==================== block 1
Fig. 1: block 1, routed metal per tile
The die is cut into 13 by 13 equal tiles; white is low, dark blue is high, scaled to the fullest tile. Values are wire area over tile area, all layers added.
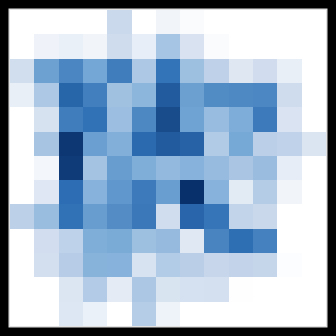
Fig. 2: block 1, congestion heat map
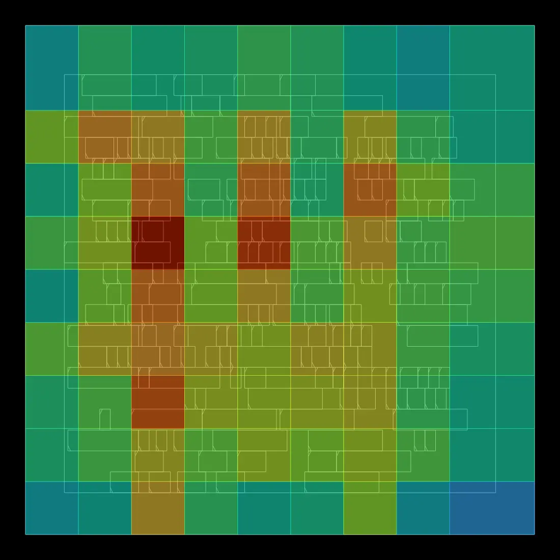
[src/rtl/keypad_scan.sv]
// keypad_scan: 4x4 matrix keypad scanner with ghost rejection and press/release debounce.
// One key is tracked at a time; the scanned row is parked while that key is debounced and held.
module keypad_scan #(
    parameter int DEBOUNCE_TICKS = 3
) (
    input  logic       clk,
    input  logic       rst,
    input  logic       scan_tick,
    input  logic [3:0] col_n,
    output logic [3:0] row_n,
    output logic [3:0] key_code,
    output logic       key_valid,
    output logic       key_held
);
    typedef enum logic [1:0] {SCAN, DEBOUNCE, HELD} state_t;
    localparam logic [3:0] TICKS = 4'(DEBOUNCE_TICKS);
    state_t     state;
    logic [3:0] sync1, sync2, cnt, cnt_inc;
    logic [1:0] row_idx, row_inc, col_idx, hit_col;
    logic       hit;
    // A single low column is a hit; none or several (ghosting) is ignored.
    always_comb begin
        hit = (sync2 == 4'b1110) || (sync2 == 4'b1101) || (sync2 == 4'b1011) || (sync2 == 4'b0111);
        hit_col = (sync2 == 4'b1101) ? 2'd1 : (sync2 == 4'b1011) ? 2'd2 : (sync2 == 4'b0111) ? 2'd3 : 2'd0;
        cnt_inc = cnt + 4'd1;
        row_inc = row_idx + 2'd1;
    end
    always_ff @(posedge clk or posedge rst) begin
        if (rst) begin
            sync1     <= 4'b1111;
            sync2     <= 4'b1111;
            state     <= SCAN;
            row_idx   <= 2'd0;
            row_n     <= 4'b1110;
            col_idx   <= 2'd0;
            cnt       <= 4'd0;
            key_code  <= 4'h0;
            key_valid <= 1'b0;
            key_held  <= 1'b0;
        end else begin
            sync1     <= col_n;
            sync2     <= sync1;
            key_valid <= 1'b0;
            if (scan_tick) begin
                case (state)
                    SCAN: begin
                        if (hit) begin
                            col_idx <= hit_col;
                            cnt     <= 4'd0;
                            state   <= DEBOUNCE;
                        end else begin
                            row_idx <= row_inc;
                            row_n   <= ~(4'b0001 << row_inc);
                        end
                    end
                    DEBOUNCE: begin
                        if (hit && hit_col == col_idx) begin
                            if (cnt_inc == TICKS) begin
                                key_code  <= {row_idx, col_idx};
                                key_valid <= 1'b1;
                                key_held  <= 1'b1;
                                cnt       <= 4'd0;
                                state     <= HELD;
                            end else begin
                                cnt <= cnt_inc;
                            end
                        end else begin
                            row_idx <= row_inc;
                            row_n   <= ~(4'b0001 << row_inc);
                            cnt     <= 4'd0;
                            state   <= SCAN;
                        end
                    end
                    HELD: begin
                        if (&sync2) begin
                            if (cnt_inc == TICKS) begin
                                key_held <= 1'b0;
                                cnt      <= 4'd0;
                                row_idx  <= row_inc;
                                row_n    <= ~(4'b0001 << row_inc);
                                state    <= SCAN;
                            end else begin
                                cnt <= cnt_inc;
                            end
                        end else begin
                            cnt <= 4'd0;
                        end
                    end
                    default: state <= SCAN;
                endcase
            end
        end
    end
endmodule

[config.mk]
export PLATFORM = sky130hd
export DESIGN_NAME = keypad_scan
export DESIGN_NICKNAME = d
export VERILOG_FILES = /design/src/rtl/keypad_scan.sv
export SDC_FILE = /design/constraint.sdc
export NUM_CORES = 1
export LEC_CHECK = 0
export ABC_AREA = 1
export ABC_CLOCK_PERIOD_IN_PS = 3070
export CAP_MARGIN = 20
export CORE_MARGIN = 5
export CORE_UTILIZATION = 50
export DETAILED_ROUTE_END_ITERATION = 10
export PLACE_DENSITY_LB_ADDON = 0.12
export SLEW_MARGIN = 10
export SYNTH_ARGS = -nofsm -noshare
export SYNTH_HDL_FRONTEND = slang
export SYNTH_SLANG_ARGS = --single-unit
[constraint.sdc]
create_clock -name clk -period 3.07 [get_ports clk]
set_input_delay 0.7675 -clock clk [delete_from_list [all_inputs] [get_ports clk]]
set_output_delay 0.7675 -clock clk [all_outputs]
set_load 0.02 [all_outputs]
==> run notes <==
Results of the full flow below.

Pwr:
- Per report_power, the Sequential row totals 391 uW.
- The run gives the switching power of the nets as 154 uW.
- The run gives the combinational fraction of design power as 0.091.

Synth:
- Looking at the gate-level netlist, the highest instance count belongs to sky130_fd_sc_hd__nand2_1.
- The run gives the cell accounting for the most synthesized area as sky130_fd_sc_hd__dfrtp_1.
- The run puts the share of the synthesized area in the top cell type at 0.269.
- Counting every net in the synthesized netlist gives 204.

Final layout:
- In the final layout, excluding clock inverters the inverter count is 26.
- The run puts the proportion of cell area spent on the clock network at 0.0283.
- The run gives the share of the core filled with cells in the final layout as 0.608.
- The run puts the number of antenna repair diodes at 0.

Critical path:
- In the setup report, the worst path falls into the class reg -> out.

GRT:
- The run gives the number of antenna violations at the first check in global routing as 0.
- The run puts the global-route usage over all layers at 0.151.
- The run puts the total congestion overflow at 0.

Die:
- The run puts the floorplan die area at 4390 sq um.

Place:
- The run puts the tally of buffers added on design ports at 16.
- The run puts the total placed cells including tap cells at 248.

Status:
- The flow ran to the end, and the final reports show no timing, DRC or antenna violations.

Detailed routing:
- The run puts the total via count in the routed design at 1,199.
- The run puts the average wire length per cell after detail routing at 11.2 um.

Min path:
- The run gives the worst hold path depth as 0.

STA:
- The final timing report derives a shortest allowable period of 2250 ps.
About Fig. 1:
- mean over tiles: 0.099
- densest ninth of the die: center
- fullest tile: 0.34
- nearly empty tiles: 28%
- tiles over half the peak: 24%

About Fig. 2:
busiest layer in global routing: met2
met2 Use GR: 0.268


==================== block 2
==> src/rtl/llc_sweep_ctrl.sv <==
// LLC init-reset / flush sweep sequencer: issues one op per set into the pipeline
// issue slot, tracks unacknowledged sets and raises the matching stall.
module llc_sweep_ctrl #(
    parameter int unsigned SET_BITS        = 8,
    parameter int unsigned MAX_OUTSTANDING = 4,
    localparam int unsigned NUM_SETS       = 2 ** SET_BITS,
    localparam int unsigned CNT_W          = $clog2(MAX_OUTSTANDING + 1)
) (
    input  logic                clk,
    input  logic                rst,
    input  logic                rst_state,
    input  logic                flush_req_valid,
    output logic                flush_req_ready,
    output logic                sweep_valid,
    input  logic                sweep_ready,
    output logic [SET_BITS-1:0] sweep_set,
    output logic                sweep_is_rst,
    input  logic                sweep_ack,
    output logic                rst_stall,
    output logic                flush_stall,
    output logic                rst_done,
    output logic                flush_done,
    output logic [CNT_W-1:0]    outstanding,
    output logic                proto_err
);

    typedef enum logic [2:0] {
        ST_START,
        ST_ISSUE,
        ST_DRAIN,
        ST_DONE,
        ST_IDLE
    } state_t;

    typedef enum logic {
        MODE_FLUSH = 1'b0,
        MODE_RST   = 1'b1
    } mode_t;

    localparam logic [SET_BITS-1:0] LAST_SET = SET_BITS'(NUM_SETS - 1);
    localparam logic [CNT_W-1:0]    CNT_MAX  = CNT_W'(MAX_OUTSTANDING);

    state_t              state_q, state_d;
    mode_t               mode_q, mode_d;
    logic [SET_BITS-1:0] set_d;
    logic [CNT_W-1:0]    cnt_d;
    logic                rst_stall_d, flush_stall_d, perr_d;
    logic                valid_d, ready_d, rst_done_d, flush_done_d;
    logic                issue, ack_seen, ack_ok;

    assign issue        = sweep_valid && sweep_ready;
    assign sweep_is_rst = (mode_q == MODE_RST);

    // State and registered outputs
    always_ff @(posedge clk or posedge rst) begin
        if (rst) begin
            state_q         <= ST_START;
            mode_q          <= MODE_RST;
            sweep_set       <= '0;
            outstanding     <= '0;
            rst_stall       <= 1'b1;
            flush_stall     <= 1'b0;
            proto_err       <= 1'b0;
            sweep_valid     <= 1'b0;
            flush_req_ready <= 1'b0;
            rst_done        <= 1'b0;
            flush_done      <= 1'b0;
        end else begin
            state_q         <= state_d;
            mode_q          <= mode_d;
            sweep_set       <= set_d;
            outstanding     <= cnt_d;
            rst_stall       <= rst_stall_d;
            flush_stall     <= flush_stall_d;
            proto_err       <= perr_d;
            sweep_valid     <= valid_d;
            flush_req_ready <= ready_d;
            rst_done        <= rst_done_d;
            flush_done      <= flush_done_d;
        end
    end

    // Next-state, credit counter and next registered outputs
    always_comb begin
        state_d       = state_q;
        mode_d        = mode_q;
        set_d         = sweep_set;
        cnt_d         = outstanding;
        rst_stall_d   = rst_stall;
        flush_stall_d = flush_stall;
        perr_d        = proto_err;

        // Acks in the START cycle belong to a sweep that was abandoned
        ack_seen = sweep_ack && (state_q != ST_START);
        ack_ok   = ack_seen && (outstanding != '0);
        if (ack_seen && (outstanding == '0)) begin
            perr_d = 1'b1;
        end

        if (issue && !ack_ok) begin
            cnt_d = outstanding + CNT_W'(1);
        end else if (!issue && ack_ok) begin
            cnt_d = outstanding - CNT_W'(1);
        end

        case (state_q)
            ST_START: state_d = ST_ISSUE;
            ST_ISSUE: begin
                if (issue) begin
                    set_d = sweep_set + SET_BITS'(1);
                    if (sweep_set == LAST_SET) begin
                        state_d = ST_DRAIN;
                    end
                end
            end
            ST_DRAIN: begin
                if (cnt_d == '0) begin
                    state_d = ST_DONE;
                end
            end
            ST_DONE: begin
                state_d = ST_IDLE;
                if (mode_q == MODE_RST) begin
                    rst_stall_d = 1'b0;
                end else begin
                    flush_stall_d = 1'b0;
                end
            end
            ST_IDLE: begin
                if (flush_req_valid && flush_req_ready) begin
                    mode_d        = MODE_FLUSH;
                    flush_stall_d = 1'b1;
                    state_d       = ST_ISSUE;
                end
            end
            default: state_d = ST_START;
        endcase

        if (rst_state) begin
            state_d       = ST_START;
            mode_d        = MODE_RST;
            set_d         = '0;
            cnt_d         = '0;
            rst_stall_d   = 1'b1;
            flush_stall_d = 1'b0;
            perr_d        = 1'b0;
        end

        valid_d      = (state_d == ST_ISSUE) && (cnt_d < CNT_MAX);
        ready_d      = (state_d == ST_IDLE);
        rst_done_d   = (state_d == ST_DONE) && (mode_d == MODE_RST);
        flush_done_d = (state_d == ST_DONE) && (mode_d == MODE_FLUSH);
    end

endmodule

==> config.mk <==
export PLATFORM = sky130hd
export DESIGN_NAME = llc_sweep_ctrl
export DESIGN_NICKNAME = d
export VERILOG_FILES = /design/src/rtl/llc_sweep_ctrl.sv
export SDC_FILE = /design/constraint.sdc
export NUM_CORES = 1
export LEC_CHECK = 0
export CORE_ASPECT_RATIO = 0.8
export CORE_MARGIN = 3
export CORE_UTILIZATION = 35
export CTS_CLUSTER_SIZE = 30
export DETAILED_ROUTE_END_ITERATION = 16
export GPL_ROUTABILITY_DRIVEN = 0
export PLACE_DENSITY = 0.64
export SETUP_SLACK_MARGIN = 0.5
export SLEW_MARGIN = 10
export SYNTH_ARGS = -nofsm -noshare
export SYNTH_HDL_FRONTEND = slang
export SYNTH_SLANG_ARGS = --single-unit
==> constraint.sdc <==
create_clock -name clk -period 2.25 [get_ports clk]
set_input_delay 0.3375 -clock clk [delete_from_list [all_inputs] [get_ports clk]]
set_output_delay 0.3375 -clock clk [all_outputs]
set_load 0.02 [all_outputs]
Fig. 3: block 2, routed metal per tile
The die is cut into 14 by 11 equal tiles; white is low, dark blue is high, scaled to the fullest tile. Values are wire area over tile area, all layers added.
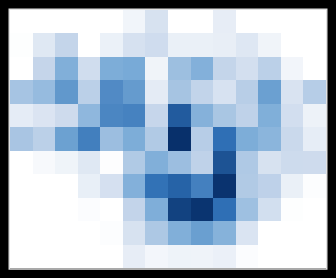
- nearly empty tiles: 31%
- emptiest ninth of the die: south-west
- fullest tile: 0.48
- mean over tiles: 0.12
- densest ninth of the die: center
- tiles over half the peak: 14%

Fig. 4: block 2, layout detail
Bar = 5 um. Region (42, 33) to (62, 53) um. Cells in gray, sequential cells in the stronger gray; small squares are vias.
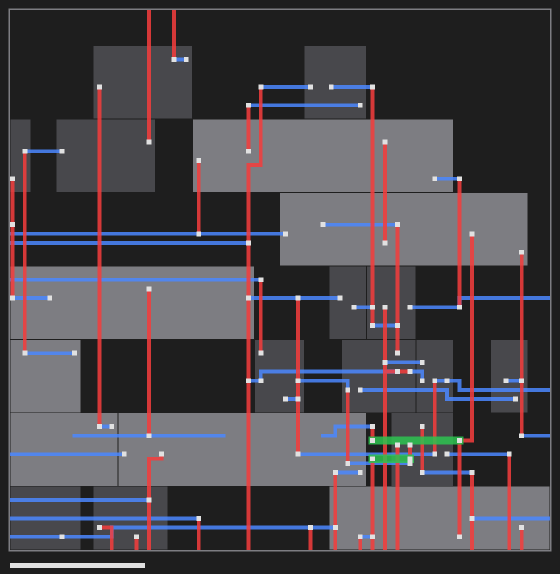
- blue: M1
- red: M2
- green: M3
- most frequent: dfrtp_1 (3)
- cells with their middle in the window: 17
- sequential cells in the window: 5

==> run notes <==
Results of the full flow below.

Status:
- The flow ran to the end, and the final reports show no timing, DRC or antenna violations.

Place:
- The run puts the total placed instance area at 1500 sq um.
- The run gives the worst slack at placement as 63.3 ps.
- The run puts the total placed cells including tap cells at 181.

Critical path:
- Looking at the critical path, the single cell with the biggest stage delay is sky130_fd_sc_hd__dfrtp_1.
- The signal on the critical path passes through buf_4 > o31ai_4 > nor3_4 > a221o_1 > a31oi_1 > o32a_1 > nor3b_2.
- The run puts the maximum fanout along the worst path at 4.

Synth:
- The run gives the count of library flops with an enable pin as 0.
- Yosys instantiated no cell more often than sky130_fd_sc_hd__dfrtp_1.

Final layout:
- The run puts the area of all sequential standard cells at 557 sq um.
- The run puts the multi-input combinational cell area at 621 sq um.

Pwr:
- The run puts the internal power component at 677 uW.
- The run gives the leakage power total as 0.749 nW.

Detailed routing:
- The run gives the number of DRC violations after detailed-routing iteration 0 as 63.
- For this run, design rule violations remaining after detail routing come to 0.

Min path:
- Checking hold timing, the worst path is listed with class in -> async.

Clock tree:
- The run gives the TritonCTS clock tree as done.

Die:
- The run gives the die width as 69.9 um.
Fig. 5: block 2, wiring by layer
Bar = 20 um. Only two layers are drawn.
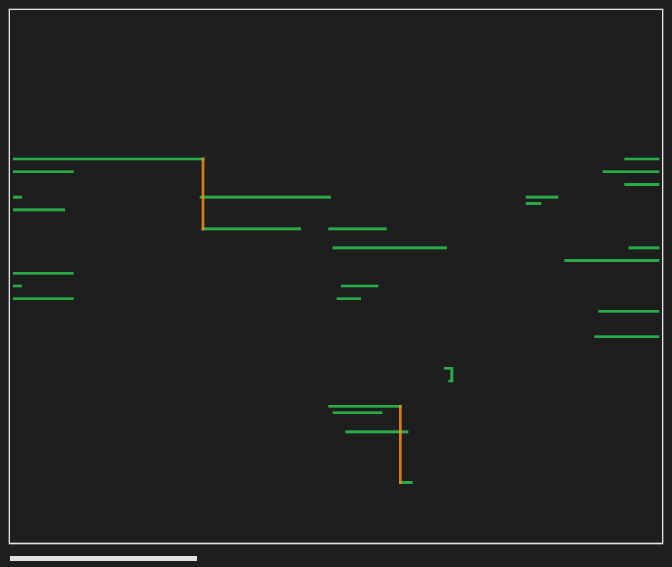
- green: M3 (wire length 159 um)
- orange: M4 (wire length 15.6 um)


==================== block 3
$ cat config.mk
export PLATFORM = sky130hd
export DESIGN_NAME = alu_dispatch
export DESIGN_NICKNAME = d
export VERILOG_FILES = /design/src/rtl/alu_dispatch.sv
export SDC_FILE = /design/constraint.sdc
export NUM_CORES = 1
export LEC_CHECK = 0
export CELL_PAD_IN_SITES_DETAIL_PLACEMENT = 1
export CELL_PAD_IN_SITES_GLOBAL_PLACEMENT = 2
export CORE_ASPECT_RATIO = 0.5
export CORE_MARGIN = 2
export CORE_UTILIZATION = 19
export CTS_CLUSTER_SIZE = 20
export DETAILED_ROUTE_END_ITERATION = 6
export PLACE_DENSITY_LB_ADDON = 0.1
export SKIP_LAST_GASP = 1
export SLEW_MARGIN = 20
export SYNTH_ARGS = -nofsm -noshare
export SYNTH_HDL_FRONTEND = slang
export SYNTH_SLANG_ARGS = --single-unit
export TNS_END_PERCENT = 5
$ cat constraint.sdc
create_clock -name clk -period 1.7 [get_ports clk]
set_input_delay 0.34 -clock clk [delete_from_list [all_inputs] [get_ports clk]]
set_output_delay 0.34 -clock clk [all_outputs]
set_load 0.02 [all_outputs]
$ cat src/rtl/alu_dispatch.sv
// alu_dispatch: issue stage that decodes RV64I OP / OP-IMM (and optionally OP-32 / OP-IMM-32)
//   into ALU op + operands, holds alu_enable for ALU_LAT+1 cycles, then offers the result on a writeback port.
// Latency: accept at edge T0, EXEC cycles T0+1..T0+ALU_LAT+1, wb_valid from T0+ALU_LAT+2; one instruction in flight.
// Backpressure: in_ready is low outside IDLE; wb_valid/wb_data/wb_rd_addr hold until wb_ready.
//
// Ports:
//   clk, rst                      sole clock (rising edge), synchronous active-high reset
//   in_valid/in_ready/in_instr    instruction handshake and raw instruction word
//   in_rs1_val, in_rs2_val        register operand values
//   alu_op/alu_rs1/alu_rs2        ALU op code and operands, stable while alu_enable is high
//   alu_enable, alu_rd            ALU enable and ALU result
//   wb_valid/wb_ready             writeback handshake to the register file
//   wb_rd_addr, wb_data           destination register and result
//   illegal                       one-cycle pulse on an undecodable instruction
//
// Optional feature: define ALU_DISPATCH_W32_EN to decode OP-32 / OP-IMM-32 into ops 10..14.
// Without it those opcodes are illegal and ops 10..14 are never produced.

module alu_dispatch #(
  parameter int unsigned ALU_LAT = 1
) (
  input  logic        clk,
  input  logic        rst,
  input  logic        in_valid,
  output logic        in_ready,
  input  logic [31:0] in_instr,
  input  logic [63:0] in_rs1_val,
  input  logic [63:0] in_rs2_val,
  output logic [4:0]  alu_op,
  output logic [63:0] alu_rs1,
  output logic [63:0] alu_rs2,
  output logic        alu_enable,
  input  logic [63:0] alu_rd,
  output logic        wb_valid,
  input  logic        wb_ready,
  output logic [4:0]  wb_rd_addr,
  output logic [63:0] wb_data,
  output logic        illegal
);

  typedef enum logic [1:0] {
    IDLE = 2'd0,
    EXEC = 2'd1,
    WB   = 2'd2
  } state_e;

  localparam logic [4:0] OP_ADD  = 5'd0;
  localparam logic [4:0] OP_SUB  = 5'd1;
  localparam logic [4:0] OP_SLL  = 5'd2;
  localparam logic [4:0] OP_SLT  = 5'd3;
  localparam logic [4:0] OP_SLTU = 5'd4;
  localparam logic [4:0] OP_XOR  = 5'd5;
  localparam logic [4:0] OP_SRL  = 5'd6;
  localparam logic [4:0] OP_SRA  = 5'd7;
  localparam logic [4:0] OP_OR   = 5'd8;
  localparam logic [4:0] OP_AND  = 5'd9;

  localparam logic [6:0] OPC_OP  = 7'b0110011;
  localparam logic [6:0] OPC_IMM = 7'b0010011;

`ifdef ALU_DISPATCH_W32_EN
  localparam logic [4:0] OP_ADDW = 5'd10;
  localparam logic [4:0] OP_SUBW = 5'd11;
  localparam logic [4:0] OP_SLLW = 5'd12;
  localparam logic [4:0] OP_SRLW = 5'd13;
  localparam logic [4:0] OP_SRAW = 5'd14;

  localparam logic [6:0] OPC_OP32  = 7'b0111011;
  localparam logic [6:0] OPC_IMM32 = 7'b0011011;
`endif

  // Counter compares against the last EXEC cycle index (0..7).
  localparam logic [2:0] LAST_CNT = 3'(ALU_LAT);

  state_e      state_q;
  logic [2:0]  cnt_q;
  logic [4:0]  alu_op_q;
  logic [63:0] alu_rs1_q;
  logic [63:0] alu_rs2_q;
  logic        alu_enable_q;
  logic        wb_valid_q;
  logic [4:0]  wb_rd_addr_q;
  logic [63:0] wb_data_q;
  logic        illegal_q;

  // ---------------------------------------------------------------- decode
  logic [6:0]  opcode;
  logic [2:0]  funct3;
  logic [6:0]  funct7;
  logic [63:0] imm_sext;
  logic        dec_legal_d;
  logic [4:0]  dec_op_d;
  logic [63:0] dec_rs2_d;

  assign opcode   = in_instr[6:0];
  assign funct3   = in_instr[14:12];
  assign funct7   = in_instr[31:25];
  assign imm_sext = {{52{in_instr[31]}}, in_instr[31:20]};

  // Register-index field of rs1 is resolved upstream; the value arrives on in_rs1_val.
  logic unused_rs1_idx;
  assign unused_rs1_idx = ^in_instr[19:15];

  always_comb begin
    dec_legal_d = 1'b1;
    dec_op_d    = OP_ADD;
    dec_rs2_d   = in_rs2_val;
    case (opcode)
      OPC_OP: begin
        if (funct7 == 7'b0000000) begin
          case (funct3)
            3'b000: dec_op_d = OP_ADD;
            3'b001: dec_op_d = OP_SLL;
            3'b010: dec_op_d = OP_SLT;
            3'b011: dec_op_d = OP_SLTU;
            3'b100: dec_op_d = OP_XOR;
            3'b101: dec_op_d = OP_SRL;
            3'b110: dec_op_d = OP_OR;
            3'b111: dec_op_d = OP_AND;
          endcase
        end else if (funct7 == 7'b0100000 && funct3 == 3'b000) begin
          dec_op_d = OP_SUB;
        end else if (funct7 == 7'b0100000 && funct3 == 3'b101) begin
          dec_op_d = OP_SRA;
        end else begin
          dec_legal_d = 1'b0;
        end
      end
      OPC_IMM: begin
        dec_rs2_d = imm_sext;
        case (funct3)
          3'b000: dec_op_d = OP_ADD;
          3'b010: dec_op_d = OP_SLT;
          3'b011: dec_op_d = OP_SLTU;
          3'b100: dec_op_d = OP_XOR;
          3'b110: dec_op_d = OP_OR;
          3'b111: dec_op_d = OP_AND;
          // 64-bit shifts: imm[5:0] is shamt, imm[11:6] selects the shift kind.
          3'b001: begin
            dec_op_d = OP_SLL;
            if (in_instr[31:26] != 6'b000000) dec_legal_d = 1'b0;
          end
          3'b101: begin
            if (in_instr[31:26] == 6'b000000) begin
              dec_op_d = OP_SRL;
            end else if (in_instr[31:26] == 6'b010000) begin
              dec_op_d = OP_SRA;
            end else begin
              dec_legal_d = 1'b0;
            end
          end
        endcase
      end
`ifdef ALU_DISPATCH_W32_EN
      OPC_OP32: begin
        if (funct7 == 7'b0000000) begin
          case (funct3)
            3'b000:  dec_op_d = OP_ADDW;
            3'b001:  dec_op_d = OP_SLLW;
            3'b101:  dec_op_d = OP_SRLW;
            default: dec_legal_d = 1'b0;
          endcase
        end else if (funct7 == 7'b0100000) begin
          case (funct3)
            3'b000:  dec_op_d = OP_SUBW;
            3'b101:  dec_op_d = OP_SRAW;
            default: dec_legal_d = 1'b0;
          endcase
        end else begin
          dec_legal_d = 1'b0;
        end
      end
      OPC_IMM32: begin
        dec_rs2_d = imm_sext;
        case (funct3)
          3'b000: dec_op_d = OP_ADDW;
          // 32-bit shifts: funct7 covers shamt bit 5, so a set bit 5 fails both matches.
          3'b001: begin
            dec_op_d = OP_SLLW;
            if (funct7 != 7'b0000000) dec_legal_d = 1'b0;
          end
          3'b101: begin
            if (funct7 == 7'b0000000) begin
              dec_op_d = OP_SRLW;
            end else if (funct7 == 7'b0100000) begin
              dec_op_d = OP_SRAW;
            end else begin
              dec_legal_d = 1'b0;
            end
          end
          default: dec_legal_d = 1'b0;
        endcase
      end
`endif
      default: dec_legal_d = 1'b0;
    endcase
  end

  // ---------------------------------------------------------------- control FSM
  always_ff @(posedge clk) begin
    if (rst) begin
      state_q      <= IDLE;
      cnt_q        <= 3'd0;
      alu_op_q     <= 5'd0;
      alu_rs1_q    <= 64'd0;
      alu_rs2_q    <= 64'd0;
      alu_enable_q <= 1'b0;
      wb_valid_q   <= 1'b0;
      wb_rd_addr_q <= 5'd0;
      wb_data_q    <= 64'd0;
      illegal_q    <= 1'b0;
    end else begin
      illegal_q <= 1'b0;
      case (state_q)
        IDLE: begin
          if (in_valid) begin
            alu_op_q     <= dec_op_d;
            alu_rs1_q    <= in_rs1_val;
            alu_rs2_q    <= dec_rs2_d;
            wb_rd_addr_q <= in_instr[11:7];
            cnt_q        <= 3'd0;
            if (dec_legal_d) begin
              alu_enable_q <= 1'b1;
              state_q      <= EXEC;
            end else begin
              illegal_q <= 1'b1;
            end
          end
        end
        EXEC: begin
          cnt_q <= cnt_q + 3'd1;
          if (cnt_q == LAST_CNT) begin
            wb_data_q    <= alu_rd;
            alu_enable_q <= 1'b0;
            // Writes to x0 are dropped here rather than offered to the register file.
            if (wb_rd_addr_q != 5'd0) begin
              wb_valid_q <= 1'b1;
              state_q    <= WB;
            end else begin
              state_q <= IDLE;
            end
          end
        end
        WB: begin
          if (wb_ready) begin
            wb_valid_q <= 1'b0;
            state_q    <= IDLE;
          end
        end
        default: state_q <= IDLE;
      endcase
    end
  end

  // in_ready depends only on state and rst, never on wb_ready.
  assign in_ready   = (state_q == IDLE) && !rst;
  assign alu_op     = alu_op_q;
  assign alu_rs1    = alu_rs1_q;
  assign alu_rs2    = alu_rs2_q;
  assign alu_enable = alu_enable_q;
  assign wb_valid   = wb_valid_q;
  assign wb_rd_addr = wb_rd_addr_q;
  assign wb_data    = wb_data_q;
  assign illegal    = illegal_q;

endmodule

Fig. 6: block 3, routed metal per tile
The die is cut into 29 by 15 equal tiles; white is low, dark blue is high, scaled to the fullest tile. Values are wire area over tile area, all layers added.
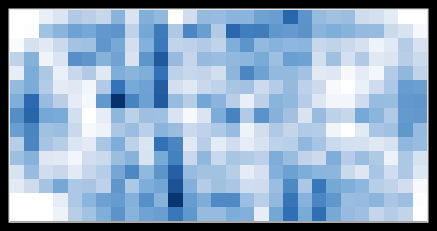
- fullest tile: 0.34
- nearly empty tiles: 4.1%
- mean over tiles: 0.12
- tiles over half the peak: 22%

Fig. 7: block 3, layout detail
Bar = 5 um. Region (211, 102) to (231, 122) um. Cells in gray, sequential cells in the stronger gray; small squares are vias.
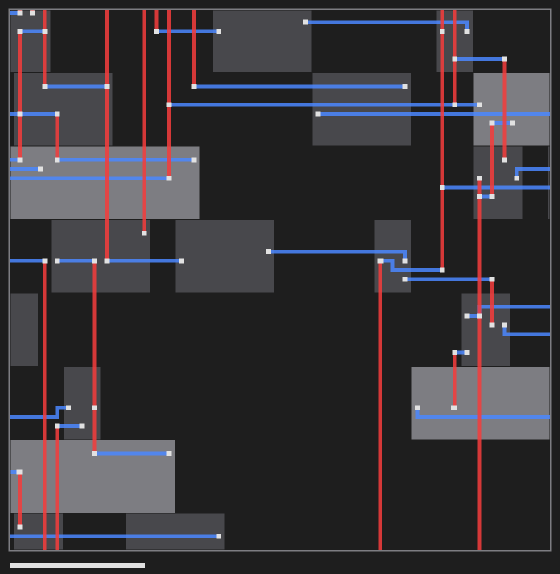
- blue: M1
- red: M2
- sequential cells in the window: 3
- netlist names of flops here include: alu_rs1 (2), wb_data (1)
- cells with their middle in the window: 16
- most frequent: clkdlybuf4s50_1 (6), a21oi_1 (4)

==> run notes <==
Results of the full flow below.

Status:
- The flow ran to the end, but the final reports show violations.
- The final reports fail on setup timing.

STA:
- Once routing completed, OpenROAD measured the worst setup slack at -164 ps.
- Derived from the worst setup path, the maximum achievable clock frequency is 537 MHz.
- The run puts the number of setup violations in the final report at 212.

Critical path:
- The worst setup path is captured at an output port.
- The run puts the required time at the worst-slack endpoint at 1360 ps.
- The run puts the depth of the most critical reg-to-reg path at 5.
- For flop-to-flop paths, the worst setup slack is 60 ps.

Min path:
- The run gives the classification of the worst-slack hold path as in -> reg.

Pwr:
- The flow reported a cell area power density of 886 nW/um^2.
- Cell internal power was estimated by the tool at 9.32 mW.
- The run gives the power in sequential cells as 5.22 mW.

Synth:
- The run gives the area fraction in and, or, nand and nor cells after synthesis as 0.242.

Detailed routing:
- The first detailed-routing pass took 4 iterations.

GRT:
- The number of antenna violations at the first check in global routing came to 1.
- The run gives the met2 routing resource usage after global routing as 0.301.
- The run gives the global routing usage on met3 as 0.0278.

Final layout:
- The run gives the multi-input combinational cell area as 3460 sq um.
- The run puts the proportion of final cell area spent on non-clock buffers at 0.350.
- The run gives the proportion of cell area spent on the clock network as 0.0564.

Place:
- The run puts the total placed instance area at 13,300 sq um.
- The run puts the tally of buffers added on design ports at 427.

Clock tree:
- Once the clock tree was built, the setup fixing pass inserted 0 buffers.


==> gallery <==
The metal 1 layer.
picture 1
Bar = 20 um. Cells faint in the background.
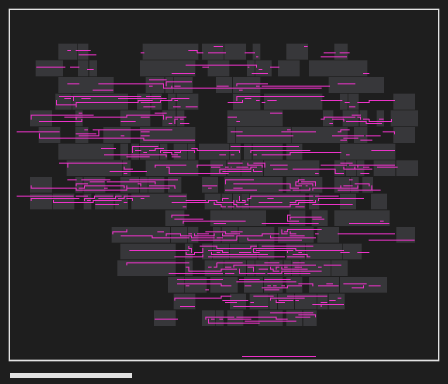
picture 2
Bar = 20 um. Cells faint in the background.
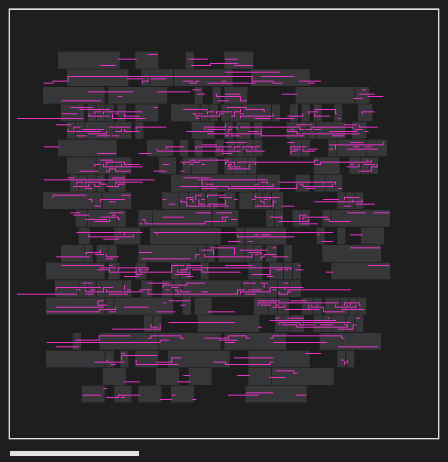
picture 3
Bar = 100 um. Cells faint in the background.
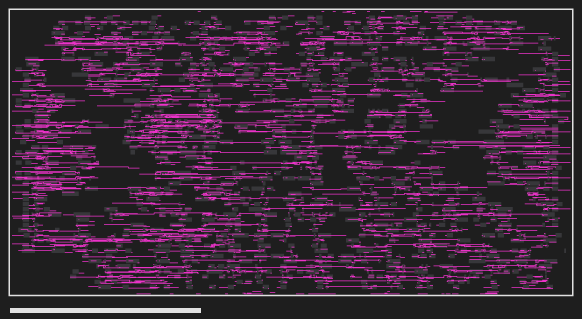
The one with the largest die is picture 3.
Picture 3 is block 3.
Picture 2 is block 1.
Picture 1 is block 2.

No activity file was given, so power comes from the tool's default toggle rates.
